# prefetch_bus_unit

Figure 1. Cells colored by class (prefetch_bus_unit).
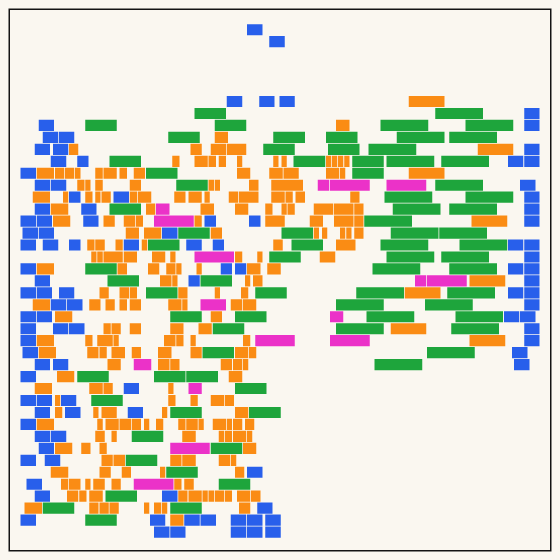

## config.mk

```make
export PLATFORM = sky130hd
export DESIGN_NAME = prefetch_bus_unit
export DESIGN_NICKNAME = d
export VERILOG_FILES = /design/src/rtl/prefetch_bus_unit.sv
export SDC_FILE = /design/constraint.sdc
export NUM_CORES = 1
export LEC_CHECK = 0
export CORE_MARGIN = 2
export CORE_UTILIZATION = 27
export DETAILED_ROUTE_END_ITERATION = 8
export PLACE_DENSITY = 0.59
export SYNTH_ARGS = -nofsm -noshare
export SYNTH_HDL_FRONTEND = slang
export SYNTH_SLANG_ARGS = --single-unit
export TNS_END_PERCENT = 10
```

## constraint.sdc

```tcl
create_clock -name clk_in -period 3.2 [get_ports clk_in]
set_clock_uncertainty 0.1 [all_clocks]
set_input_delay 0.48 -clock clk_in [delete_from_list [all_inputs] [get_ports clk_in]]
set_output_delay 0.48 -clock clk_in [all_outputs]
set_load 0.02 [all_outputs]
```

## src/rtl/prefetch_bus_unit.sv

```systemverilog
// prefetch_bus_unit
//
// Memory-bus front end for the CPU core. One shared memory port is arbitrated
// between instruction prefetch into a DEPTH-entry queue and data accesses from
// the control unit. Data accesses have priority over prefetch. The memory is
// pipelined: the address is presented in cycle N and read data returns on
// data_in in cycle N+1. mem_ready=0 inserts wait states. A redirect flushes
// the queue and restarts fetching at redirect_pc.
//
// Ports:
//   clk_in, reset         clock; synchronous active-high reset
//   mem_req, address_out  bus request and address
//   READ_write, data_out  0=read / 1=write, and write data
//   data_in, mem_ready    read data (cycle after accept), accept/wait-state
//   fetch_valid/data/pc   head of the prefetch queue (all registered)
//   fetch_pop             consume the head byte
//   redirect, redirect_pc flush the queue and restart fetch at redirect_pc
//   dreq, dwrite, daddr,  data access request, held until dack
//   dwdata
//   dack, drdata          access-complete pulse and read result

module prefetch_bus_unit #(
    parameter int unsigned           DATA_WIDTH = 8,
    parameter int unsigned           ADDR_WIDTH = 16,
    parameter int unsigned           DEPTH      = 4,
    parameter logic [ADDR_WIDTH-1:0] RESET_PC   = 16'h0000
) (
    input  logic                  clk_in,
    input  logic                  reset,
    // Memory port
    output logic                  mem_req,
    output logic [ADDR_WIDTH-1:0] address_out,
    output logic                  READ_write,
    output logic [DATA_WIDTH-1:0] data_out,
    input  logic [DATA_WIDTH-1:0] data_in,
    input  logic                  mem_ready,
    // Instruction fetch side
    output logic                  fetch_valid,
    output logic [DATA_WIDTH-1:0] fetch_data,
    output logic [ADDR_WIDTH-1:0] fetch_pc,
    input  logic                  fetch_pop,
    input  logic                  redirect,
    input  logic [ADDR_WIDTH-1:0] redirect_pc,
    // Data access side
    input  logic                  dreq,
    input  logic                  dwrite,
    input  logic [ADDR_WIDTH-1:0] daddr,
    input  logic [DATA_WIDTH-1:0] dwdata,
    output logic                  dack,
    output logic [DATA_WIDTH-1:0] drdata
);

    localparam int unsigned PW = (DEPTH > 1) ? $clog2(DEPTH) : 1;
    localparam int unsigned CW = PW + 1;

    typedef logic [PW-1:0]         ptr_t;
    typedef logic [CW-1:0]         cnt_t;
    typedef logic [CW:0]           occ_t;
    typedef logic [ADDR_WIDTH-1:0] addr_t;

    localparam occ_t DEPTH_OCC = occ_t'(DEPTH);

    logic [DATA_WIDTH-1:0] queue_mem [DEPTH];
    ptr_t  rd_ptr;
    ptr_t  wr_ptr;
    cnt_t  count;
    addr_t fetch_addr;
    addr_t head_pc;
    logic  fetch_inflight;
    logic  data_inflight;
    logic  inflight_epoch;
    logic  epoch;

    logic  issue_data;
    logic  issue_fetch;
    logic  accepted;
    logic  push;
    logic  pop;
    occ_t  occupancy;

    // Arbitration: redirect > data access > prefetch > idle. Everything here
    // is a function of registered state and the held request inputs, so a
    // stalled transfer keeps its address until it is accepted or pre-empted.
    always_comb begin
        // In-flight fetch counts against capacity so the queue can never overflow.
        occupancy   = {1'b0, count} + {{CW{1'b0}}, fetch_inflight};
        issue_data  = !reset && dreq && !data_inflight;
        issue_fetch = !reset && !redirect && !issue_data && (occupancy < DEPTH_OCC);

        mem_req     = issue_data || issue_fetch;
        READ_write  = issue_data && dwrite;
        address_out = issue_data ? daddr : fetch_addr;
        data_out    = dwdata;
        accepted    = mem_req && mem_ready;

        // A fetch launched before a redirect must never land in the new stream.
        push = fetch_inflight && (inflight_epoch == epoch) && !redirect;
        pop  = fetch_pop && (count != '0) && !redirect;
    end

    always_ff @(posedge clk_in) begin
        if (reset) begin
            rd_ptr         <= '0;
            wr_ptr         <= '0;
            count          <= '0;
            fetch_addr     <= RESET_PC;
            head_pc        <= RESET_PC;
            fetch_inflight <= 1'b0;
            data_inflight  <= 1'b0;
            inflight_epoch <= 1'b0;
            epoch          <= 1'b0;
        end else begin
            fetch_inflight <= accepted && issue_fetch;
            data_inflight  <= accepted && issue_data;
            // Prefetch never issues in a redirect cycle, so the current epoch
            // is always the right tag for a newly issued fetch.
            inflight_epoch <= epoch;

            if (redirect) begin
                rd_ptr     <= '0;
                wr_ptr     <= '0;
                count      <= '0;
                fetch_addr <= redirect_pc;
                head_pc    <= redirect_pc;
                epoch      <= ~epoch;
            end else begin
                if (push) begin
                    wr_ptr <= wr_ptr + ptr_t'(1);
                end
                if (pop) begin
                    rd_ptr  <= rd_ptr + ptr_t'(1);
                    head_pc <= head_pc + addr_t'(1);
                end
                if (push && !pop) begin
                    count <= count + cnt_t'(1);
                end else if (pop && !push) begin
                    count <= count - cnt_t'(1);
                end
                if (accepted && issue_fetch) begin
                    fetch_addr <= fetch_addr + addr_t'(1);
                end
            end
        end
    end

    // Queue storage needs no reset; validity is tracked by count.
    always_ff @(posedge clk_in) begin
        if (!reset && push) begin
            queue_mem[wr_ptr] <= data_in;
        end
    end

    always_comb begin
        fetch_valid = (count != '0);
        fetch_data  = queue_mem[rd_ptr];
        fetch_pc    = head_pc;
        dack        = data_inflight;
        drdata      = data_in;
    end

endmodule

```

# boot_loader_flat

## config.mk

```make
export PLATFORM = sky130hd
export DESIGN_NAME = boot_loader_flat
export DESIGN_NICKNAME = d
export VERILOG_FILES = /design/src/rtl/boot_loader_if.sv /design/src/rtl/boot_loader.sv /design/src/flat_wrapper.sv
export SDC_FILE = /design/constraint.sdc
export NUM_CORES = 1
export LEC_CHECK = 0
export CAP_MARGIN = 10
export CORE_MARGIN = 1.5
export CORE_UTILIZATION = 40
export CTS_BUF_LIST = sky130_fd_sc_hd__clkbuf_8 sky130_fd_sc_hd__clkbuf_16
export CTS_CLUSTER_SIZE = 12
export DETAILED_ROUTE_END_ITERATION = 12
export PLACE_DENSITY = 0.67
export SYNTH_ARGS = -nofsm -noshare
export SYNTH_HDL_FRONTEND = slang
export SYNTH_SLANG_ARGS = --single-unit
```

## constraint.sdc

```tcl
create_clock -name clk -period 6.2 [get_ports clk]
set_clock_uncertainty 0.05 [all_clocks]
set_input_delay 0.93 -clock clk [delete_from_list [all_inputs] [get_ports clk]]
set_output_delay 0.93 -clock clk [all_outputs]
set_load 0.005 [all_outputs]
```

## src/rtl/boot_loader_if.sv

```systemverilog
// Boot bus bundle: ROM side (boot/addr/data) plus the RAM write port fed by the loader.
interface boot_loader_if #(
  parameter int ADDR_W = 8,
  parameter int WORD_W = 16
);
  logic              boot;
  logic [ADDR_W-1:0] addr;
  logic [WORD_W-1:0] data;
  logic              ram_we;
  logic [ADDR_W-1:0] ram_addr;
  logic [WORD_W-1:0] ram_wdata;

  // Loader side: owns the bus enable, address and RAM port; only samples data.
  modport master (
    output boot, addr, ram_we, ram_addr, ram_wdata,
    input  data
  );

  // ROM/RAM side: drives data, observes everything else.
  modport slave (
    input  boot, addr, ram_we, ram_addr, ram_wdata,
    output data
  );
endinterface

```

## src/rtl/boot_loader.sv

```systemverilog
// Boot loader: after reset, walks the ROM address range on the shared boot bus,
// copies every word into RAM through a registered write port and accumulates a
// wrapping checksum. The CPU stays held until the full image has been copied.
module boot_loader #(
  parameter int ADDR_W     = 8,
  parameter int WORD_W     = 16,
  parameter int START_ADDR = 0,
  parameter int END_ADDR   = 46,
  parameter int ADDR_STEP  = 2
) (
  input  logic              clk,
  input  logic              rst_n,
  input  logic              restart,
  boot_loader_if.master     bus,
  output logic [WORD_W-1:0] checksum,
  output logic              cpu_hold,
  output logic              done
);

  localparam logic [ADDR_W-1:0] START_P = ADDR_W'(START_ADDR);
  localparam logic [ADDR_W-1:0] END_P   = ADDR_W'(END_ADDR);
  localparam logic [ADDR_W-1:0] STEP_P  = ADDR_W'(ADDR_STEP);

  typedef enum logic [1:0] {
    IDLE  = 2'd0,
    FETCH = 2'd1,
    CAPT  = 2'd2,
    DONE  = 2'd3
  } state_t;

  state_t            state;
  logic [ADDR_W-1:0] ptr;

  // Checksum accumulation is modulo 2^WORD_W; the carry out is dropped on purpose.
  function automatic logic [WORD_W-1:0] wrap_add(input logic [WORD_W-1:0] a,
                                                 input logic [WORD_W-1:0] b);
    return a + b;
  endfunction

  // The ROM address is the load pointer itself, so it is registered and holds
  // END_ADDR once the image is loaded.
  assign bus.addr = ptr;

  // Load sequencer: state, pointer, RAM write port and status flags all update here.
  always_ff @(posedge clk or negedge rst_n) begin
    if (!rst_n) begin
      state         <= IDLE;
      ptr           <= START_P;
      bus.boot      <= 1'b0;
      bus.ram_we    <= 1'b0;
      bus.ram_addr  <= '0;
      bus.ram_wdata <= '0;
      checksum      <= '0;
      cpu_hold      <= 1'b1;
      done          <= 1'b0;
    end else begin
      // Write strobe is a single-cycle pulse following each capture.
      bus.ram_we <= 1'b0;
      case (state)
        IDLE: begin
          state    <= FETCH;
          bus.boot <= 1'b1;
        end
        FETCH: begin
          state <= CAPT;
        end
        CAPT: begin
          bus.ram_wdata <= bus.data;
          bus.ram_addr  <= ptr;
          bus.ram_we    <= 1'b1;
          checksum      <= wrap_add(checksum, bus.data);
          // Compare before incrementing so an END_ADDR at the top of the
          // address space never wraps the pointer back to zero.
          if (ptr == END_P) begin
            state    <= DONE;
            bus.boot <= 1'b0;
            cpu_hold <= 1'b0;
            done     <= 1'b1;
          end else begin
            ptr   <= ptr + STEP_P;
            state <= FETCH;
          end
        end
        DONE: begin
          if (restart) begin
            state    <= FETCH;
            ptr      <= START_P;
            checksum <= '0;
            done     <= 1'b0;
            cpu_hold <= 1'b1;
            bus.boot <= 1'b1;
          end
        end
        default: begin
          state <= IDLE;
        end
      endcase
    end
  end

endmodule

```

## src/flat_wrapper.sv

```systemverilog
// flat-port wrapper written by rule: the top's interface ports become plain ports
module boot_loader_flat 
#(
  parameter int ADDR_W     = 8,
  parameter int WORD_W     = 16,
  parameter int START_ADDR = 0,
  parameter int END_ADDR   = 46,
  parameter int ADDR_STEP  = 2
)
  (clk, rst_n, restart, checksum, cpu_hold, done, bus_boot, bus_addr, bus_ram_we, bus_ram_addr, bus_ram_wdata, bus_data);
  boot_loader_if #(.ADDR_W(ADDR_W), .WORD_W(WORD_W)) bus_i ();
  input  logic clk;
  input  logic rst_n;
  input  logic restart;
  output logic [WORD_W-1:0] checksum;
  output logic cpu_hold;
  output logic done;
  output wire logic [$bits(bus_i.boot)-1:0] bus_boot;
  output wire logic [$bits(bus_i.addr)-1:0] bus_addr;
  output wire logic [$bits(bus_i.ram_we)-1:0] bus_ram_we;
  output wire logic [$bits(bus_i.ram_addr)-1:0] bus_ram_addr;
  output wire logic [$bits(bus_i.ram_wdata)-1:0] bus_ram_wdata;
  input wire logic [$bits(bus_i.data)-1:0] bus_data;
  assign bus_boot = bus_i.boot;
  assign bus_addr = bus_i.addr;
  assign bus_ram_we = bus_i.ram_we;
  assign bus_ram_addr = bus_i.ram_addr;
  assign bus_ram_wdata = bus_i.ram_wdata;
  assign bus_i.data = bus_data;
  boot_loader #(.ADDR_W(ADDR_W), .WORD_W(WORD_W), .START_ADDR(START_ADDR), .END_ADDR(END_ADDR), .ADDR_STEP(ADDR_STEP)) u_core (.clk(clk), .rst_n(rst_n), .restart(restart), .bus(bus_i), .checksum(checksum), .cpu_hold(cpu_hold), .done(done));
endmodule
```

Figure 2. Routing congestion map (boot_loader_flat).
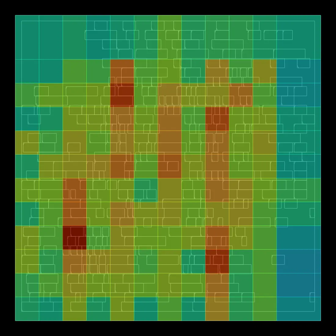
routing usage on met1: 0.2228
GRT busiest layer: met2
met3 Track Usage GR: 0.03825
Avg WL per Cell: 14.29 µm
grt met2 use: 0.2906

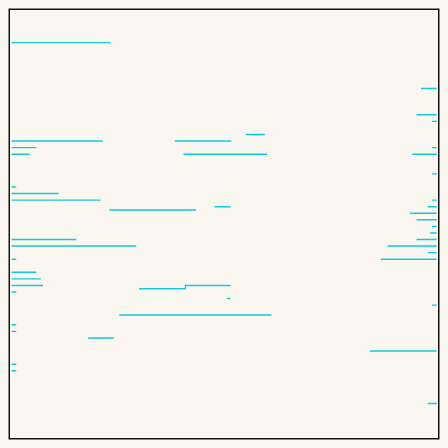
Figure 3: boot_loader_flat, M3 wires.
- main direction: horizontal
- wire length on this layer: 313 µm
- longest straight run: 31.3 µm
- share of all routed wire: 5.0%

==> impl_metrics.tcl, boot_loader_flat <==
# yosys + openroad results
set metrics [dict create \
    status "finished clean" \
    seq_share 0.3433 \
    synthFlopType "dfrtp_1" \
    seq_cell_count 52 \
    die_h_um 88.70 \
    buf_share 0.1821 \
    top_area_frac 0.4344 \
    cp.buffers_inverters 2 \
    numClockSinks 52 \
    comb_cells 205 \
    top_cells_by_area "dfrtp_1 43%, mux2_2 8.8%, ha_1 8.5%" \
    grt_pass1_vias 2269 \
    ys_sh_xor 0.04472 \
    chipWidth_um 88.70 \
    viasPerCell 5.152 \
    die_area_um2 7868 \
    fill_cells 651 \
    simple_gate_share 0.1141 \
    worst_slew_pin_slew_ps 669.9 \
    wl_met2_mm 3.030 \
    dp.cells 434 \
    yosys_warnings 0 \
    cts_resized 0 \
    startpoint "bus_data[0]" \
]
## boot_loader_flat: flip-flops by register name (all words and copies together), names as in the netlist
register	cells
u_core.bus.ram_we	1
u_core.bus.boot	1
u_core.bus.addr	7
u_core.state	2
u_core.bus.ram_addr	7
u_core.done	1
u_core.cpu_hold	1
u_core.checksum	16
u_core.bus.ram_wdata	16
## boot_loader_flat: power breakdown
group / total, mW / internal, mW / switching (mW)
logic: 0.529 / 0.280 / 0.248
registers: 0.449 / 0.399 / 0.0501
clock network: 0.250 / 0.132 / 0.118
total: 1.23 / 0.812 / 0.417
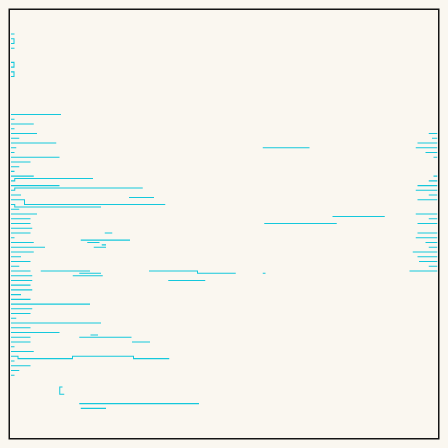
Figure 4: prefetch_bus_unit, M3 wires.
- share of all routed wire: 8.2%
- nets with wire on the layer: 98
- longest straight run: 40.2 µm
- main direction: horizontal
- wire length on this layer: 788 µm
met3 Track Usage GR: 0.04461
final wirelength: 9.609 mm
Vias: 3071

## Picture notes: Figure 1
- blue: remaining buffers and delay cells (cells 107; share of their area 21%)
- orange: remaining logic cells (cells 240; share of their area 35%)
- magenta: clock drivers and dummy loads (cells 16; share of their area 5.9%)
- green: registers (cells 77; share of their area 38%)

==> impl_metrics.tcl, prefetch_bus_unit <==
# yosys + openroad results
set metrics [dict create \
    setup_violations 0 \
    total_power_mw 2.418 \
    min_from "epoch" \
    worstSetupPathType "primary input to primary output" \
    lay_top_count "clkdlybuf4s50_1" \
    dpl.hpwl_mm 7.097 \
    cts_tree "yes" \
    worst_slew_pin_slew_ps 1003 \
    grt_remaining_overflow 0 \
    largest_class "flip-flops and latches" \
    clk_pin_slew_ps 60 \
    use_met1 0.1603 \
    io_pins 115 \
    synthFlopType "dfxtp_1" \
    status "finished clean" \
    top_area_frac 0.2521 \
    cts_hold_buf 0 \
    yosysMostFrequentCell "dfxtp_1" \
    clkLatencyLatePin_ps 340 \
    port_buffers 98 \
    seq_cell_count 77 \
    viasPerCell 4.953 \
    tns_ps 0 \
    top_cells_by_area "edfxtp_1 25%, dfxtp_1 24%, mux4_2 4.7%" \
    synth_chip_area_um2 3811 \
    yosys-stat-cells 349 \
    cp-end-kind "primary output" \
    finalInstanceArea_um2 5184 \
]
## prefetch_bus_unit: sequential cells by signal (all words and copies together) (netlist names), named ones only
signal	flops
inflight_epoch	1
fetch_inflight	1
queue_mem	32
fetch_pc	16
fetch_addr	16
wr_ptr	2
rd_ptr	2
epoch	1
count	3
dack	1
## prefetch_bus_unit: report_power, final
group	leakage, nW	total, mW	internal [mW]	switching, mW
sequential	0.659	1.10	1.05	0.0421
combinational	0.940	0.332	0.178	0.154
clock	0.137	0.991	0.544	0.447

==> screenshots <==
M2 wires.
Cells faint in the background.
Plate I
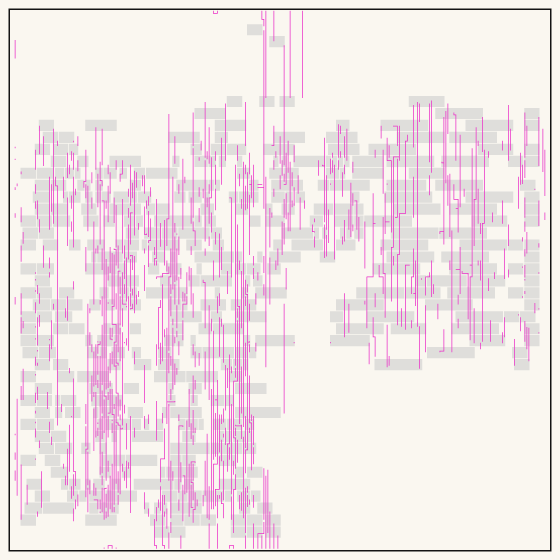
Plate II
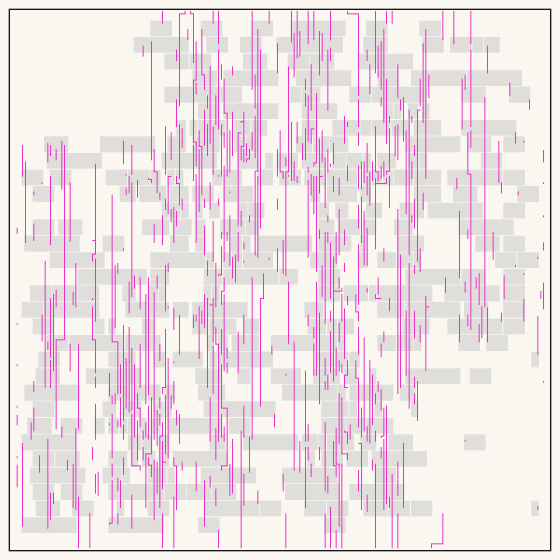
prefetch_bus_unit: Plate I
boot_loader_flat: Plate II


# btn_debounce_irq_flat

Figure 5. Cells colored by class (btn_debounce_irq_flat).
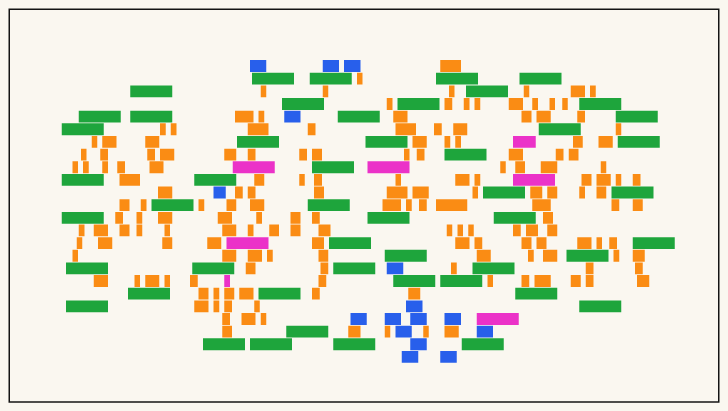

**src/rtl/btn_debounce_irq_if.sv**
```systemverilog
// Button block bus: raw pins and CPU-side controls in, conditioned levels, press pulses,
// pending flags and the interrupt request out.
interface btn_debounce_irq_if #(
    parameter int N_BTN = 2
);
    logic [N_BTN-1:0] btns_raw;
    logic [N_BTN-1:0] irq_mask;
    logic             clr_we;
    logic [N_BTN-1:0] clr_mask;
    logic [N_BTN-1:0] btn_state;
    logic [N_BTN-1:0] btn_press;
    logic [N_BTN-1:0] pending;
    logic             int_btn;

    modport master (
        output btns_raw, irq_mask, clr_we, clr_mask,
        input  btn_state, btn_press, pending, int_btn
    );

    modport slave (
        input  btns_raw, irq_mask, clr_we, clr_mask,
        output btn_state, btn_press, pending, int_btn
    );
endinterface

```
**src/rtl/btn_debounce_irq.sv**
```systemverilog
// Per-button synchroniser, stable-interval debouncer, press detector, sticky pending flag and level IRQ.
// Raw edge to BTN_STATE: 2 + DEBOUNCE_CYC cycles. No backpressure. Optional macro: BTN_AUTOREPEAT_EN.
module btn_debounce_irq #(
    parameter int N_BTN        = 2,
    parameter int DEBOUNCE_CYC = 500000,
    parameter int ACTIVE_LOW   = 1,
    parameter int REPEAT_CYC   = 25000000
) (
    input  logic               i_clk,
    input  logic               i_rst,
    btn_debounce_irq_if.slave  bus
);

    localparam int DB_W = (DEBOUNCE_CYC > 2) ? $clog2(DEBOUNCE_CYC) : 1;
    localparam logic [DB_W-1:0] DB_MAX = DB_W'(DEBOUNCE_CYC - 1);

    logic [N_BTN-1:0] w_raw_norm;
    logic [N_BTN-1:0] r_sync1;
    logic [N_BTN-1:0] r_sync2;
    logic [N_BTN-1:0] r_state;
    logic [DB_W-1:0]  r_db_cnt [N_BTN];
    logic [N_BTN-1:0] w_rise;
    logic [N_BTN-1:0] w_press_next;
    logic [N_BTN-1:0] r_press;
    logic [N_BTN-1:0] r_pending;
    logic [N_BTN-1:0] w_clr;
    logic             r_int;

    // Normalise so that 1 always means pressed; the reset value 0 is then "released".
    assign w_raw_norm = (ACTIVE_LOW != 0) ? ~bus.btns_raw : bus.btns_raw;

    always_ff @(posedge i_clk or posedge i_rst) begin
        if (i_rst) begin
            r_sync1 <= '0;
            r_sync2 <= '0;
            r_state <= '0;
            for (int i = 0; i < N_BTN; i++) begin
                r_db_cnt[i] <= '0;
            end
        end else begin
            r_sync1 <= w_raw_norm;
            r_sync2 <= r_sync1;
            for (int i = 0; i < N_BTN; i++) begin
                if (r_sync2[i] == r_state[i]) begin
                    r_db_cnt[i] <= '0;
                end else if (r_db_cnt[i] == DB_MAX) begin
                    r_state[i]  <= r_sync2[i];
                    r_db_cnt[i] <= '0;
                end else begin
                    r_db_cnt[i] <= r_db_cnt[i] + 1'b1;
                end
            end
        end
    end

    // A press is the acceptance of a 0->1 change, so the pulse registers alongside BTN_STATE.
    always_comb begin
        w_rise = '0;
        for (int i = 0; i < N_BTN; i++) begin
            w_rise[i] = r_sync2[i] & ~r_state[i] & (r_db_cnt[i] == DB_MAX);
        end
    end

`ifdef BTN_AUTOREPEAT_EN
    localparam int RP_W = (REPEAT_CYC > 2) ? $clog2(REPEAT_CYC) : 1;
    localparam logic [RP_W-1:0] RP_MAX = RP_W'(REPEAT_CYC - 1);

    logic [RP_W-1:0]  r_rep_cnt [N_BTN];
    logic [N_BTN-1:0] w_rep_fire;

    always_comb begin
        w_rep_fire = '0;
        for (int i = 0; i < N_BTN; i++) begin
            w_rep_fire[i] = r_state[i] & (r_rep_cnt[i] == RP_MAX);
        end
    end

    always_ff @(posedge i_clk or posedge i_rst) begin
        if (i_rst) begin
            for (int i = 0; i < N_BTN; i++) begin
                r_rep_cnt[i] <= '0;
            end
        end else begin
            for (int i = 0; i < N_BTN; i++) begin
                if (!r_state[i] || w_rep_fire[i]) begin
                    r_rep_cnt[i] <= '0;
                end else begin
                    r_rep_cnt[i] <= r_rep_cnt[i] + 1'b1;
                end
            end
        end
    end

    assign w_press_next = w_rise | w_rep_fire;
`else
    assign w_press_next = w_rise;
`endif

    // A new press outranks a clear landing in the same cycle.
    assign w_clr = {N_BTN{bus.clr_we}} & bus.clr_mask;

    always_ff @(posedge i_clk or posedge i_rst) begin
        if (i_rst) begin
            r_press   <= '0;
            r_pending <= '0;
            r_int     <= 1'b0;
        end else begin
            r_press   <= w_press_next;
            r_pending <= r_press | (r_pending & ~w_clr);
            r_int     <= |(r_pending & bus.irq_mask);
        end
    end

    assign bus.btn_state = r_state;
    assign bus.btn_press = r_press;
    assign bus.pending   = r_pending;
    assign bus.int_btn   = r_int;

endmodule
```
**src/flat_wrapper.sv**
```systemverilog
// flat-port wrapper written by rule: the top's interface ports become plain ports
module btn_debounce_irq_flat 
#(
    parameter int N_BTN        = 2,
    parameter int DEBOUNCE_CYC = 500000,
    parameter int ACTIVE_LOW   = 1,
    parameter int REPEAT_CYC   = 25000000
)
  (i_clk, i_rst, bus_btns_raw, bus_irq_mask, bus_clr_we, bus_clr_mask, bus_btn_state, bus_btn_press, bus_pending, bus_int_btn);
  btn_debounce_irq_if #(.N_BTN(N_BTN)) bus_i ();
  input  logic i_clk;
  input  logic i_rst;
  input wire logic [$bits(bus_i.btns_raw)-1:0] bus_btns_raw;
  input wire logic [$bits(bus_i.irq_mask)-1:0] bus_irq_mask;
  input wire logic [$bits(bus_i.clr_we)-1:0] bus_clr_we;
  input wire logic [$bits(bus_i.clr_mask)-1:0] bus_clr_mask;
  output wire logic [$bits(bus_i.btn_state)-1:0] bus_btn_state;
  output wire logic [$bits(bus_i.btn_press)-1:0] bus_btn_press;
  output wire logic [$bits(bus_i.pending)-1:0] bus_pending;
  output wire logic [$bits(bus_i.int_btn)-1:0] bus_int_btn;
  assign bus_i.btns_raw = bus_btns_raw;
  assign bus_i.irq_mask = bus_irq_mask;
  assign bus_i.clr_we = bus_clr_we;
  assign bus_i.clr_mask = bus_clr_mask;
  assign bus_btn_state = bus_i.btn_state;
  assign bus_btn_press = bus_i.btn_press;
  assign bus_pending = bus_i.pending;
  assign bus_int_btn = bus_i.int_btn;
  btn_debounce_irq #(.N_BTN(N_BTN), .DEBOUNCE_CYC(DEBOUNCE_CYC), .ACTIVE_LOW(ACTIVE_LOW), .REPEAT_CYC(REPEAT_CYC)) u_core (.i_clk(i_clk), .i_rst(i_rst), .bus(bus_i));
endmodule
```
**config.mk**
```make
export PLATFORM = sky130hd
export DESIGN_NAME = btn_debounce_irq_flat
export DESIGN_NICKNAME = d
export VERILOG_FILES = /design/src/rtl/btn_debounce_irq_if.sv /design/src/rtl/btn_debounce_irq.sv /design/src/flat_wrapper.sv
export SDC_FILE = /design/constraint.sdc
export NUM_CORES = 1
export LEC_CHECK = 0
export ABC_AREA = 0
export CELL_PAD_IN_SITES_DETAIL_PLACEMENT = 1
export CELL_PAD_IN_SITES_GLOBAL_PLACEMENT = 1
export CORE_ASPECT_RATIO = 0.5
export CORE_MARGIN = 8
export CORE_UTILIZATION = 25
export DETAILED_ROUTE_END_ITERATION = 12
export PLACE_DENSITY_LB_ADDON = 0.1
export SYNTH_ARGS = -nofsm -noshare
export SYNTH_HDL_FRONTEND = slang
export SYNTH_SLANG_ARGS = --single-unit
```
**constraint.sdc**
```tcl
create_clock -name i_clk -period 5 [get_ports i_clk]
set_input_delay 0.75 -clock i_clk [delete_from_list [all_inputs] [get_ports i_clk]]
set_output_delay 0.75 -clock i_clk [all_outputs]
set_load 0.02 [all_outputs]
```
# ks_adder_bist

--- config.mk ---
export PLATFORM = sky130hd
export DESIGN_NAME = ks_adder_bist
export DESIGN_NICKNAME = d
export VERILOG_FILES = /design/src/rtl/ks_pkg.sv /design/src/rtl/ks_lfsr32.sv /design/src/rtl/ks_adder_bist.sv
export SDC_FILE = /design/constraint.sdc
export NUM_CORES = 1
export LEC_CHECK = 0
export CAP_MARGIN = 10
export CORE_MARGIN = 1
export CORE_UTILIZATION = 50
export CTS_CLUSTER_SIZE = 20
export DETAILED_ROUTE_END_ITERATION = 16
export DONT_BUFFER_PORTS = 1
export GPL_TIMING_DRIVEN = 0
export PLACE_DENSITY_LB_ADDON = 0.05
export SLEW_MARGIN = 20
export SYNTH_ARGS = -nofsm -noshare
export SYNTH_HDL_FRONTEND = slang
export SYNTH_SLANG_ARGS = --single-unit
export TNS_END_PERCENT = 100
--- constraint.sdc ---
create_clock -name clk -period 4.5 [get_ports clk]
set_input_delay 0.675 -clock clk [delete_from_list [all_inputs] [get_ports clk]]
set_output_delay 0.675 -clock clk [all_outputs]
set_load 0.005 [all_outputs]
--- src/rtl/ks_pkg.sv ---
// ks_pkg: shared definitions for the Kogge-Stone adder BIST engine.
//   - FSM state encoding
//   - LFSR feedback mask and step / seed-guard helpers
//   - corner-vector constants and error-counter width
package ks_pkg;

    typedef enum logic [2:0] {
        ST_IDLE   = 3'd0,
        ST_CORNER = 3'd1,
        ST_RANDOM = 3'd2,
        ST_DRAIN  = 3'd3,
        ST_DONE   = 3'd4
    } ks_state_t;

    // Galois form of x^32 + x^22 + x^2 + x + 1 (right-shifting).
    localparam logic [31:0] LFSR_MASK = 32'h8020_0003;

    localparam int ERR_W      = 16;
    localparam int NUM_CORNER = 4;

    // Alternating-bit corner patterns; truncated to the operand width at use.
    localparam logic [15:0] CORNER_ALT_A = 16'h5555;
    localparam logic [15:0] CORNER_ALT_B = 16'hAAAA;

    function automatic logic [31:0] lfsr_next(input logic [31:0] s);
        return (s >> 1) ^ (s[0] ? LFSR_MASK : 32'h0);
    endfunction

    // An all-zero state would lock the LFSR, so zero is mapped to one.
    function automatic logic [31:0] seed_guard(input logic [31:0] s);
        return (s == 32'h0) ? 32'h1 : s;
    endfunction

endpackage

--- src/rtl/ks_lfsr32.sv ---
// ks_lfsr32: 32-bit Galois LFSR vector source.
// Ports:
//   clk, rst_n : clock, asynchronous active-low reset (resets to RESET_SEED)
//   load       : reload from seed (takes priority over step)
//   seed       : reload value; zero is replaced by one
//   step       : advance one position
//   q          : current LFSR state
module ks_lfsr32
    import ks_pkg::*;
#(
    parameter logic [31:0] RESET_SEED = 32'h1
) (
    input  logic        clk,
    input  logic        rst_n,
    input  logic        load,
    input  logic [31:0] seed,
    input  logic        step,
    output logic [31:0] q
);

    logic [31:0] q_q;
    logic [31:0] q_d;

    always_comb begin
        q_d = q_q;
        if (load) begin
            q_d = seed_guard(seed);
        end else if (step) begin
            q_d = lfsr_next(q_q);
        end
    end

    always_ff @(posedge clk or negedge rst_n) begin
        if (!rst_n) begin
            q_q <= seed_guard(RESET_SEED);
        end else begin
            q_q <= q_d;
        end
    end

    assign q = q_q;

endmodule

--- src/rtl/ks_adder_bist.sv ---
// ks_adder_bist: self-test engine for the Kogge-Stone adder macro.
// Issues 4 corner vectors then NUM_VECTORS LFSR vectors, one per cycle, and
// compares the adder's {cout, sum} against A + B + cin delayed to match the
// adder latency.
// Ports:
//   clk, rst_n            : clock, asynchronous active-low reset
//   start                 : one-cycle run request (ignored while busy)
//   a_o, b_o, cin_o       : operands to the adder (0 when not issuing)
//   sum_i, cout_i         : adder result
//   busy, done, pass      : run status; pass valid while done
//   err_count             : saturating mismatch count
//   fail_a/fail_b/fail_cin: operands of the first mismatch of the run
//   dbg_state_o           : current FSM state encoding
// Handshake: start is a level sampled on the clock edge; it is accepted only
// in IDLE or DONE. There is no back-pressure: the adder has fixed latency.
module ks_adder_bist
    import ks_pkg::*;
#(
    parameter int          WIDTH       = 16,
    parameter int          NUM_VECTORS = 256,
    parameter int          ADDER_LAT   = 0,
    parameter logic [31:0] SEED        = 32'hACE1_2024
) (
    input  logic             clk,
    input  logic             rst_n,
    input  logic             start,
    output logic [WIDTH-1:0] a_o,
    output logic [WIDTH-1:0] b_o,
    output logic             cin_o,
    input  logic [WIDTH-1:0] sum_i,
    input  logic             cout_i,
    output logic             busy,
    output logic             done,
    output logic             pass,
    output logic [ERR_W-1:0] err_count,
    output logic [WIDTH-1:0] fail_a,
    output logic [WIDTH-1:0] fail_b,
    output logic             fail_cin,
    output logic [2:0]       dbg_state_o
);

    localparam logic [15:0] LAST_RND = 16'(NUM_VECTORS - 1);

    typedef struct packed {
        logic             valid;
        logic [WIDTH:0]   exp;
        logic [WIDTH-1:0] a;
        logic [WIDTH-1:0] b;
        logic             cin;
    } chk_t;

    ks_state_t        state_q, state_d;
    logic [1:0]       corner_idx_q, corner_idx_d;
    logic [15:0]      rnd_cnt_q, rnd_cnt_d;
    logic [ERR_W-1:0] err_q, err_d;
    logic [WIDTH-1:0] fail_a_q, fail_a_d;
    logic [WIDTH-1:0] fail_b_q, fail_b_d;
    logic             fail_cin_q, fail_cin_d;
    logic             first_q, first_d;

    logic             accept;
    logic             lfsr_load;
    logic             lfsr_adv;
    logic [31:0]      lfsr_q;
    logic             pending;
    logic             mismatch;
    chk_t             cur;
    chk_t             cmp;

    ks_lfsr32 #(
        .RESET_SEED(SEED)
    ) u_lfsr (
        .clk  (clk),
        .rst_n(rst_n),
        .load (lfsr_load),
        .seed (SEED),
        .step (lfsr_adv),
        .q    (lfsr_q)
    );

    assign accept = start && (state_q == ST_IDLE || state_q == ST_DONE);

    // Vector currently on the adder inputs, with its expected result.
    always_comb begin
        cur = '0;
        case (state_q)
            ST_CORNER: begin
                cur.valid = 1'b1;
                case (corner_idx_q)
                    2'd0: begin
                        cur.a   = '0;
                        cur.b   = '0;
                        cur.cin = 1'b0;
                    end
                    2'd1: begin
                        cur.a   = '1;
                        cur.b   = '1;
                        cur.cin = 1'b1;
                    end
                    2'd2: begin
                        cur.a   = '1;
                        cur.b   = '0;
                        cur.cin = 1'b1;
                    end
                    default: begin
                        cur.a   = CORNER_ALT_A[WIDTH-1:0];
                        cur.b   = CORNER_ALT_B[WIDTH-1:0];
                        cur.cin = 1'b1;
                    end
                endcase
            end
            ST_RANDOM: begin
                cur.valid = 1'b1;
                cur.a     = lfsr_q[WIDTH-1:0];
                cur.b     = lfsr_q[31 -: WIDTH];
                cur.cin   = lfsr_q[16];
            end
            default: ;
        endcase
        cur.exp = {1'b0, cur.a} + {1'b0, cur.b} + (WIDTH+1)'(cur.cin);
    end

    // Expected-value delay line: the adder response to a vector is sampled
    // ADDER_LAT edges after the edge that retires the vector from the inputs.
    generate
        if (ADDER_LAT == 0) begin : g_direct
            assign cmp     = cur;
            assign pending = 1'b0;
        end else begin : g_pipe
            chk_t pipe_q [ADDER_LAT];

            always_ff @(posedge clk or negedge rst_n) begin
                if (!rst_n) begin
                    for (int i = 0; i < ADDER_LAT; i++) begin
                        pipe_q[i] <= '0;
                    end
                end else begin
                    pipe_q[0] <= cur;
                    for (int i = 1; i < ADDER_LAT; i++) begin
                        pipe_q[i] <= pipe_q[i-1];
                    end
                end
            end

            always_comb begin
                pending = 1'b0;
                for (int i = 0; i < ADDER_LAT; i++) begin
                    pending = pending | pipe_q[i].valid;
                end
            end

            assign cmp = pipe_q[ADDER_LAT-1];
        end
    endgenerate

    assign mismatch = cmp.valid && ({cout_i, sum_i} != cmp.exp);

    // FSM next state and vector sequencing.
    always_comb begin
        state_d      = state_q;
        corner_idx_d = corner_idx_q;
        rnd_cnt_d    = rnd_cnt_q;
        lfsr_load    = 1'b0;
        lfsr_adv     = 1'b0;
        case (state_q)
            ST_IDLE, ST_DONE: begin
                if (start) begin
                    state_d      = ST_CORNER;
                    corner_idx_d = 2'd0;
                    rnd_cnt_d    = 16'd0;
                    lfsr_load    = 1'b1;
                end
            end
            ST_CORNER: begin
                if (corner_idx_q == 2'(NUM_CORNER - 1)) begin
                    state_d   = ST_RANDOM;
                    rnd_cnt_d = 16'd0;
                end else begin
                    corner_idx_d = corner_idx_q + 2'd1;
                end
            end
            ST_RANDOM: begin
                // The vector on the inputs uses the current LFSR state.
                lfsr_adv = 1'b1;
                if (rnd_cnt_q == LAST_RND) begin
                    state_d = ST_DRAIN;
                end else begin
                    rnd_cnt_d = rnd_cnt_q + 16'd1;
                end
            end
            ST_DRAIN: begin
                if (!pending) begin
                    state_d = ST_DONE;
                end
            end
            default: state_d = ST_IDLE;
        endcase
    end

    // Error counter and first-fail capture.
    always_comb begin
        err_d      = err_q;
        fail_a_d   = fail_a_q;
        fail_b_d   = fail_b_q;
        fail_cin_d = fail_cin_q;
        first_d    = first_q;
        if (accept) begin
            err_d      = '0;
            fail_a_d   = '0;
            fail_b_d   = '0;
            fail_cin_d = 1'b0;
            first_d    = 1'b0;
        end else if (mismatch) begin
            if (err_q != {ERR_W{1'b1}}) begin
                err_d = err_q + ERR_W'(1);
            end
            if (!first_q) begin
                fail_a_d   = cmp.a;
                fail_b_d   = cmp.b;
                fail_cin_d = cmp.cin;
                first_d    = 1'b1;
            end
        end
    end

    always_ff @(posedge clk or negedge rst_n) begin
        if (!rst_n) begin
            state_q      <= ST_IDLE;
            corner_idx_q <= 2'd0;
            rnd_cnt_q    <= 16'd0;
            err_q        <= '0;
            fail_a_q     <= '0;
            fail_b_q     <= '0;
            fail_cin_q   <= 1'b0;
            first_q      <= 1'b0;
        end else begin
            state_q      <= state_d;
            corner_idx_q <= corner_idx_d;
            rnd_cnt_q    <= rnd_cnt_d;
            err_q        <= err_d;
            fail_a_q     <= fail_a_d;
            fail_b_q     <= fail_b_d;
            fail_cin_q   <= fail_cin_d;
            first_q      <= first_d;
        end
    end

    assign a_o         = cur.a;
    assign b_o         = cur.b;
    assign cin_o       = cur.cin;
    assign busy        = (state_q == ST_CORNER) || (state_q == ST_RANDOM) ||
                         (state_q == ST_DRAIN);
    assign done        = (state_q == ST_DONE);
    assign pass        = done && (err_q == '0);
    assign err_count   = err_q;
    assign fail_a      = fail_a_q;
    assign fail_b      = fail_b_q;
    assign fail_cin    = fail_cin_q;
    assign dbg_state_o = state_q;

endmodule
# seq_mult8_ctrl

===== src/rtl/seq_mult_pkg.sv =====
// Shared types and constants for the sequential 8x8 multiplier: FSM encoding,
// last step index and the per-step partial-product shift amounts.
package seq_mult_pkg;

    typedef enum logic [1:0] {
        ST_IDLE = 2'd0,
        ST_MUL  = 2'd1,
        ST_DONE = 2'd2
    } state_t;

    localparam logic [1:0] STEP_LAST = 2'd3;

    localparam int unsigned SH0 = 0;
    localparam int unsigned SH1 = 4;
    localparam int unsigned SH2 = 4;
    localparam int unsigned SH3 = 8;

    function automatic logic [3:0] step_shift(input logic [1:0] step);
        logic [3:0] sh;
        case (step)
            2'd0:    sh = SH0[3:0];
            2'd1:    sh = SH1[3:0];
            2'd2:    sh = SH2[3:0];
            default: sh = SH3[3:0];
        endcase
        return sh;
    endfunction

endpackage


===== src/rtl/seq_mult8_ctrl_vedic4x4.sv =====
// Combinational 4x4 unsigned multiplier built from four vedic 2x2 blocks
// (vertical-and-crosswise partial products, summed with nibble alignment).
module vedic4x4 (
    input  logic [3:0] x,
    input  logic [3:0] y,
    output logic [7:0] p
);

    function automatic logic [3:0] mul2(input logic [1:0] u, input logic [1:0] v);
        logic [3:0] r;
        logic       c1;
        r[0] = u[0] & v[0];
        r[1] = (u[1] & v[0]) ^ (u[0] & v[1]);
        c1   = (u[1] & v[0]) & (u[0] & v[1]);
        r[2] = (u[1] & v[1]) ^ c1;
        r[3] = (u[1] & v[1]) & c1;
        return r;
    endfunction

    logic [3:0] q0, q1, q2, q3;

    always_comb begin
        q0 = mul2(x[1:0], y[1:0]);
        q1 = mul2(x[3:2], y[1:0]);
        q2 = mul2(x[1:0], y[3:2]);
        q3 = mul2(x[3:2], y[3:2]);
        p  = {4'b0, q0} + {2'b0, q1, 2'b0} + {2'b0, q2, 2'b0} + {q3, 4'b0};
    end

endmodule


===== src/rtl/seq_mult8_ctrl.sv =====
// Sequential 8x8 unsigned multiplier: one shared 4x4 multiplier, four shift-and-add
// steps, valid/ready on input and result. SEQ_MULT_ZERO_SKIP_EN enables zero-operand bypass.
module seq_mult8_ctrl
    import seq_mult_pkg::*;
#(
    parameter int DW          = 8,
    parameter bit HOLD_OUTPUT = 1'b1
) (
    input  logic          clk,
    input  logic          rst,
    input  logic          in_valid,
    output logic          in_ready,
    input  logic [DW-1:0] a,
    input  logic [DW-1:0] b,
    output logic          out_valid,
    input  logic          out_ready,
    output logic [15:0]   product,
    output logic          busy
);

    generate
        if (DW != 8) begin : g_dw_check
            $error("seq_mult8_ctrl supports only DW=8");
        end
    endgenerate

    state_t      state, state_nxt;
    logic [1:0]  step;
    logic [7:0]  a_q, b_q;
    logic [15:0] acc, product_q;
    logic [3:0]  nib_x, nib_y;
    logic [7:0]  pp;
    logic [15:0] pp_sh, acc_sum;
    logic        accept, out_hs, zero_op;

`ifdef SEQ_MULT_ZERO_SKIP_EN
    assign zero_op = (a == '0) || (b == '0);
`else
    assign zero_op = 1'b0;
`endif

    // Step 0/2 use the low multiplicand nibble, 1/3 the high; steps 2/3 use the high multiplier nibble.
    always_comb begin
        nib_x   = step[0] ? a_q[7:4] : a_q[3:0];
        nib_y   = step[1] ? b_q[7:4] : b_q[3:0];
        pp_sh   = {8'b0, pp} << step_shift(step);
        acc_sum = acc + pp_sh;
    end

    vedic4x4 u_vedic (
        .x (nib_x),
        .y (nib_y),
        .p (pp)
    );

    always_ff @(posedge clk) begin
        if (rst) state <= ST_IDLE;
        else     state <= state_nxt;
    end

    always_comb begin
        state_nxt = state;
        case (state)
            ST_IDLE: if (accept) state_nxt = zero_op ? ST_DONE : ST_MUL;
            ST_MUL:  if (step == STEP_LAST) state_nxt = ST_DONE;
            ST_DONE: begin
                if (accept)         state_nxt = zero_op ? ST_DONE : ST_MUL;
                else if (out_ready) state_nxt = ST_IDLE;
            end
            default: state_nxt = ST_IDLE;
        endcase
    end

    always_comb begin
        out_valid = (state == ST_DONE);
        busy      = (state != ST_IDLE);
        in_ready  = (state == ST_IDLE) || ((state == ST_DONE) && out_ready);
        accept    = in_valid && in_ready;
        out_hs    = out_valid && out_ready;
        product   = product_q;
    end

    always_ff @(posedge clk) begin
        if (rst) begin
            step      <= 2'd0;
            acc       <= 16'd0;
            a_q       <= 8'd0;
            b_q       <= 8'd0;
            product_q <= 16'd0;
        end else begin
            if (accept) begin
                a_q  <= a;
                b_q  <= b;
                acc  <= 16'd0;
                step <= 2'd0;
            end else if (state == ST_MUL) begin
                acc <= acc_sum;
                if (step != STEP_LAST) step <= step + 2'd1;
            end

            // The result register only moves on entry to DONE or on a clearing handshake.
            if ((state == ST_MUL) && (step == STEP_LAST))
                product_q <= acc_sum;
            else if (accept && zero_op)
                product_q <= 16'd0;
            else if (out_hs && !HOLD_OUTPUT)
                product_q <= 16'd0;
        end
    end

endmodule

===== config.mk =====
export PLATFORM = sky130hd
export DESIGN_NAME = seq_mult8_ctrl
export DESIGN_NICKNAME = d
export VERILOG_FILES = /design/src/rtl/seq_mult_pkg.sv /design/src/rtl/seq_mult8_ctrl_vedic4x4.sv /design/src/rtl/seq_mult8_ctrl.sv
export SDC_FILE = /design/constraint.sdc
export NUM_CORES = 1
export LEC_CHECK = 0
export CAP_MARGIN = 30
export CORE_AREA = 4 4 87 89
export DETAILED_ROUTE_END_ITERATION = 16
export DIE_AREA = 0 0 91 93
export PLACE_DENSITY_LB_ADDON = 0.08
export SYNTH_ARGS = -nofsm -noshare
export SYNTH_HDL_FRONTEND = slang
export SYNTH_SLANG_ARGS = --single-unit

===== constraint.sdc =====
create_clock -name clk -period 5.5 [get_ports clk]
set_clock_uncertainty 0.05 [all_clocks]
set_input_delay 1.1 -clock clk [delete_from_list [all_inputs] [get_ports clk]]
set_output_delay 1.1 -clock clk [all_outputs]
set_load 0.02 [all_outputs]

Figure 6. M2 wires (btn_debounce_irq_flat).
Cells faint in the background.
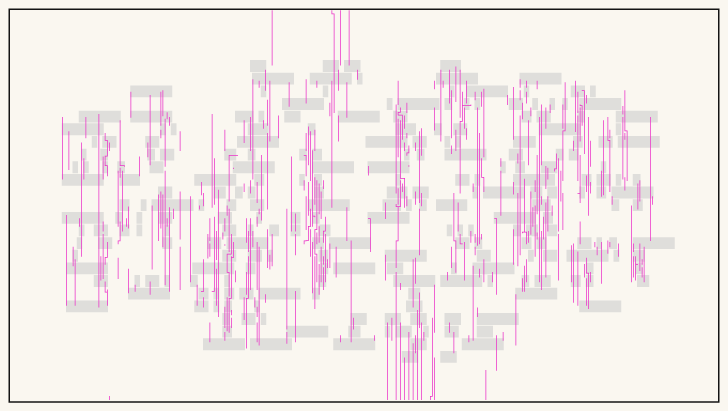
- nets with wire on the layer: 230
- main direction: vertical
- wire length on this layer: 2630 µm
- longest straight run: 41.5 µm
- share of all routed wire: 48%

Notes on Figure 5 above:
- blue: remaining buffers and delay cells (cells 16; share of their area 6.1%)
- magenta: clock drivers and dummy loads (cells 7; share of their area 5.5%)
- orange: remaining logic cells (cells 175; share of their area 41%)
- green: registers (cells 49; share of their area 47%)

==> impl_metrics.tcl, btn_debounce_irq_flat <==
# yosys + openroad results
set metrics [dict create \
    synthTopLogicFamily "simple AND/OR/NAND/NOR gates" \
    cp-end-kind "register" \
    top_area_frac 0.5283 \
    taps 117 \
    whs_ps 352.2 \
    rr_worst_depth 6 \
    yosys-stat-cells 228 \
    clock.fmax_ghz 0.4311 \
    clk_pin_slew_ps 60 \
    min_from "u_core.r_sync1[0]" \
    relSlewSlack 0.2879 \
    synth-async-reset-ratio 1.000 \
    cts_tree "yes" \
    rrSetupSlack_ps 2680 \
    antenna_found_initial 0 \
    leakagePower_nw 1.094 \
    status "finished clean" \
    clockBufferCount 7 \
    cp.depth 6 \
    ant_nets 0 \
    top_area_cell "dfrtp_1" \
    p_per_area_nw_per_um2 284.8 \
]
-- btn_debounce_irq_flat: where the power goes --
part / switching [mW] / leakage (nW) / internal, mW / total [mW]
Clock: 0.146 / 0.0700 / 0.197 / 0.343
Combinational: 0.0198 / 0.354 / 0.0121 / 0.0320
Sequential: 0.00498 / 0.670 / 0.402 / 0.407
-- btn_debounce_irq_flat: flip-flops by register name, summed over array words and instances (netlist names) --
signal / flops
u_core.r_sync2: 2
u_core.bus.pending: 2
u_core.r_db_cnt: 38
u_core.bus.btn_press: 2
u_core.r_sync1: 2
u_core.bus.int_btn: 1
u_core.bus.btn_state: 2
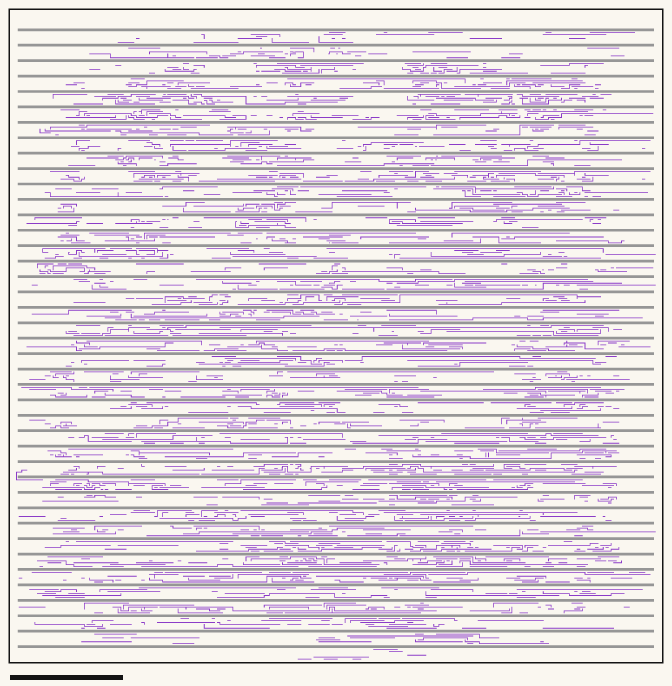
Figure 7: ks_adder_bist, M1 wires.
Bar = 20 µm. Supply wires on this layer in gray.
- longest straight run: 58.4 µm
- nets with wire on the layer: 759
- share of all routed wire: 44%
- wire length on this layer: 8660 µm
- main direction: horizontal
final wirelength: 19.53 mm
routing usage on met1: 0.4082
Vias: 5576

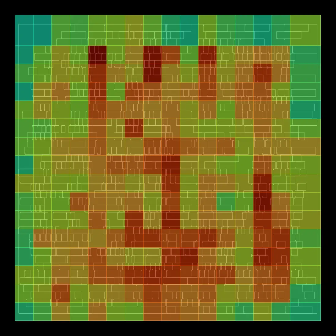
Figure 8: ks_adder_bist, routing congestion map.
fin util: 0.6188
GRT busiest layer: met2
met3 Track Usage GR: 0.09541
grt met2 use: 0.4659

==> impl_metrics.tcl, ks_adder_bist <==
# yosys + openroad results
set metrics [dict create \
    status "complete, but fails checks" \
    violations "negative setup slack" \
    edf_count 0 \
    p_clk_mw 0.781 \
    adder_share 0.04741 \
    h-tree-depth 3 \
    layout_setup_ws_ps -145.2 \
    die_h_um 115.0 \
    grt_max_degree 93 \
    cts_setup_buffers 21 \
    top_area_frac 0.3605 \
    grt_setup_unrepaired "true" \
    avgSynthCellArea_um2 9.020 \
    clockBufferDepth 2 \
    dp.cells 876 \
    yosys_warnings 0 \
    rrSetupSlack_ps -150 \
    taps 168 \
    setup_violations 31 \
    nNonClkBuffers 76 \
    crit_top_cell "fa_2" \
]
## ks_adder_bist: worst max path at each step
stage                         startpoint          to  slack (ps)  cells after the start
after floorplan           dbg_state_o[0]   fail_a[1]          40                     19
after detailed placement  dbg_state_o[1]   fail_a[5]       -1140                     19
after global placement    dbg_state_o[0]   fail_a[6]       -1100                     19
after global routing      dbg_state_o[2]   fail_a[7]        -310                     20
after CTS                 dbg_state_o[0]  fail_b[12]        -200                     22
final                     dbg_state_o[2]  fail_b[12]        -150                     20
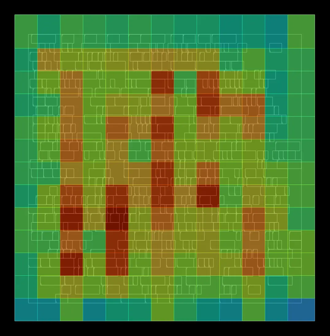
Figure 9: seq_mult8_ctrl, routing congestion map.
gr usage total: 0.1935
GRT busiest layer: met2
routing usage on met1: 0.2786
met3 Track Usage GR: 0.02977
fin util: 0.6259

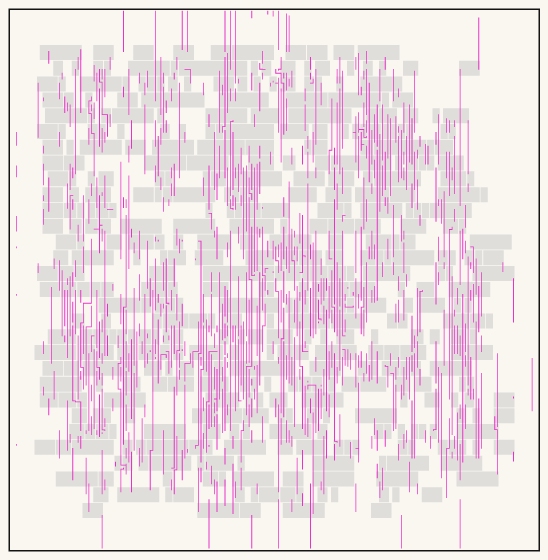
Figure 10: seq_mult8_ctrl, M2 wires.
Cells faint in the background.
- wire length on this layer: 3910 µm
- nets with wire on the layer: 452
- longest straight run: 34.3 µm
- main direction: vertical
- share of all routed wire: 46%

==> impl_metrics.tcl, seq_mult8_ctrl <==
# yosys + openroad results
set metrics [dict create \
    status "finished clean" \
    drt_pass1_iterations 4 \
    holdPathEnd "product[2]" \
    fin_crit_sh 0.9742 \
    swShare 0.2581 \
    ys_types 51 \
    top_layer_used "met4" \
    dp.cells 550 \
    required_ps 5710 \
    seq_share 0.2479 \
    cts_hold_buf 0 \
    chipWidth_um 91 \
    crit_fanout 5 \
    cp-end-kind "register" \
    syn_to_final_growth_pct 25.00 \
    cts_setup_buffers 0 \
    final_cells 560 \
    r2r_end "acc[14]" \
    yosysMostFrequentCell "nand2_1" \
    mux_share 0.02700 \
    layout-drive-gt1-share 0.1479 \
    dpl.hpwl_mm 6.153 \
    cp.buffers_inverters 3 \
]
## seq_mult8_ctrl: per-stage QoR
| step | utilization | area (µm²) |
|---|---|---|
| global route | 0.6259 | 4229 |
| CTS | 0.6033 | 4076 |
| global placement | 0.5826 | 3936 |
| floorplan | - | 3383 |
| detailed placement | 0.5826 | 3936 |
| finish | 0.6259 | 4229 |
## seq_mult8_ctrl: registers in the layout (all words and copies together) (netlist names)
register / flops
a_q: 8
acc: 16
b_q: 8
product: 16
state: 2
step: 2


==> notes/layouts.md <==
Pictures saved along the way, in no particular order.

M1 wires.
panel A
Bar = 20 µm. Supply wires on this layer in gray.
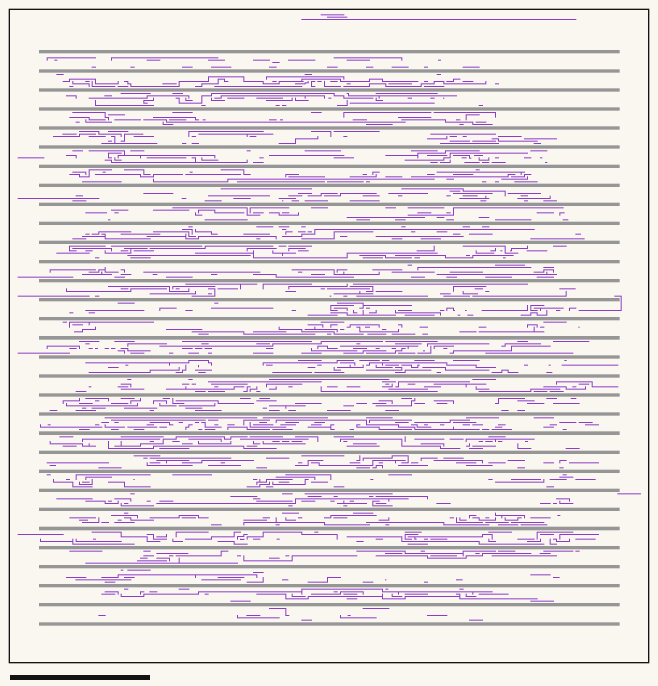
panel B
Bar = 20 µm. Supply wires on this layer in gray.
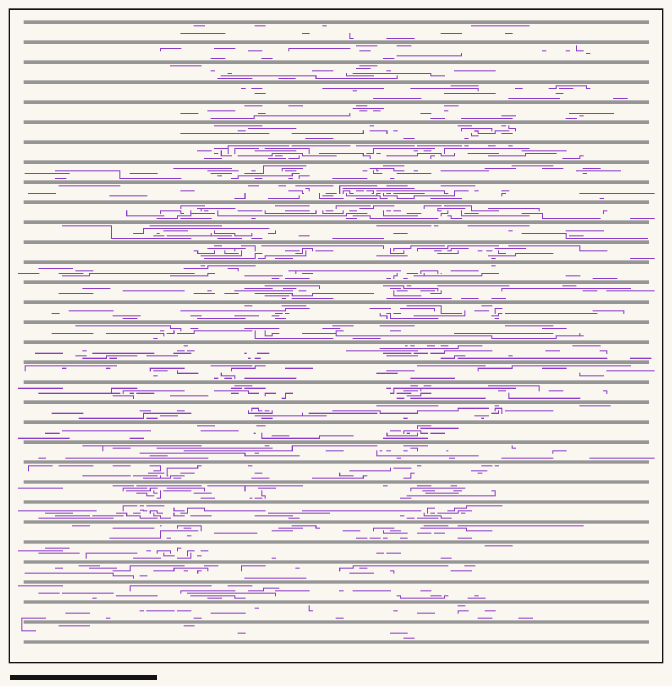
panel C
Bar = 20 µm. Supply wires on this layer in gray.
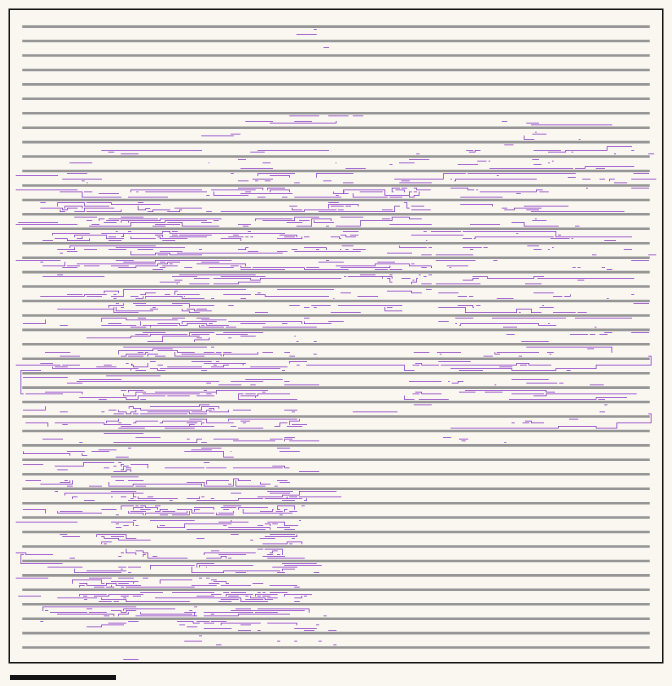
panel D
Bar = 50 µm. Supply wires on this layer in gray.
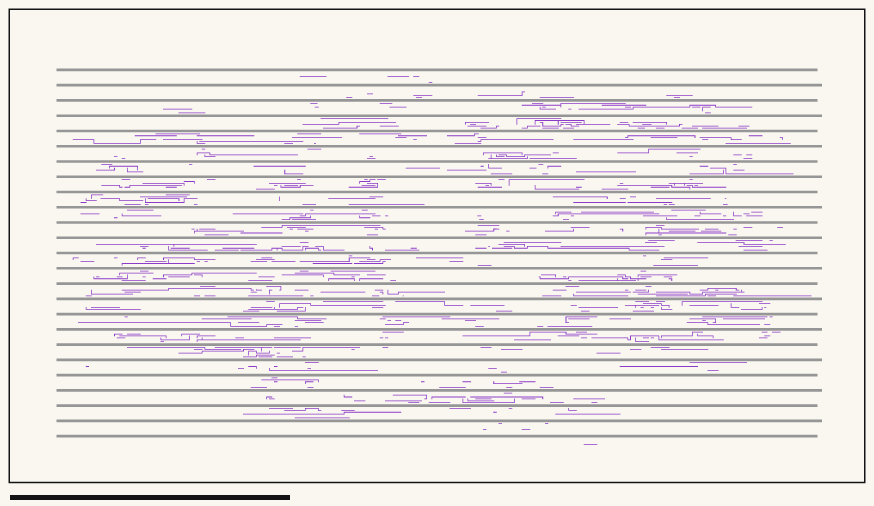
- largest die: panel C
panel C: prefetch_bus_unit
panel B: boot_loader_flat
panel A: seq_mult8_ctrl
panel D: btn_debounce_irq_flat

Key to panel C:
- wire length on this layer: 4190 µm
- main direction: horizontal
- longest straight run: 26.7 µm
- nets with wire on the layer: 410

Power and IR drop assume default switching activity.
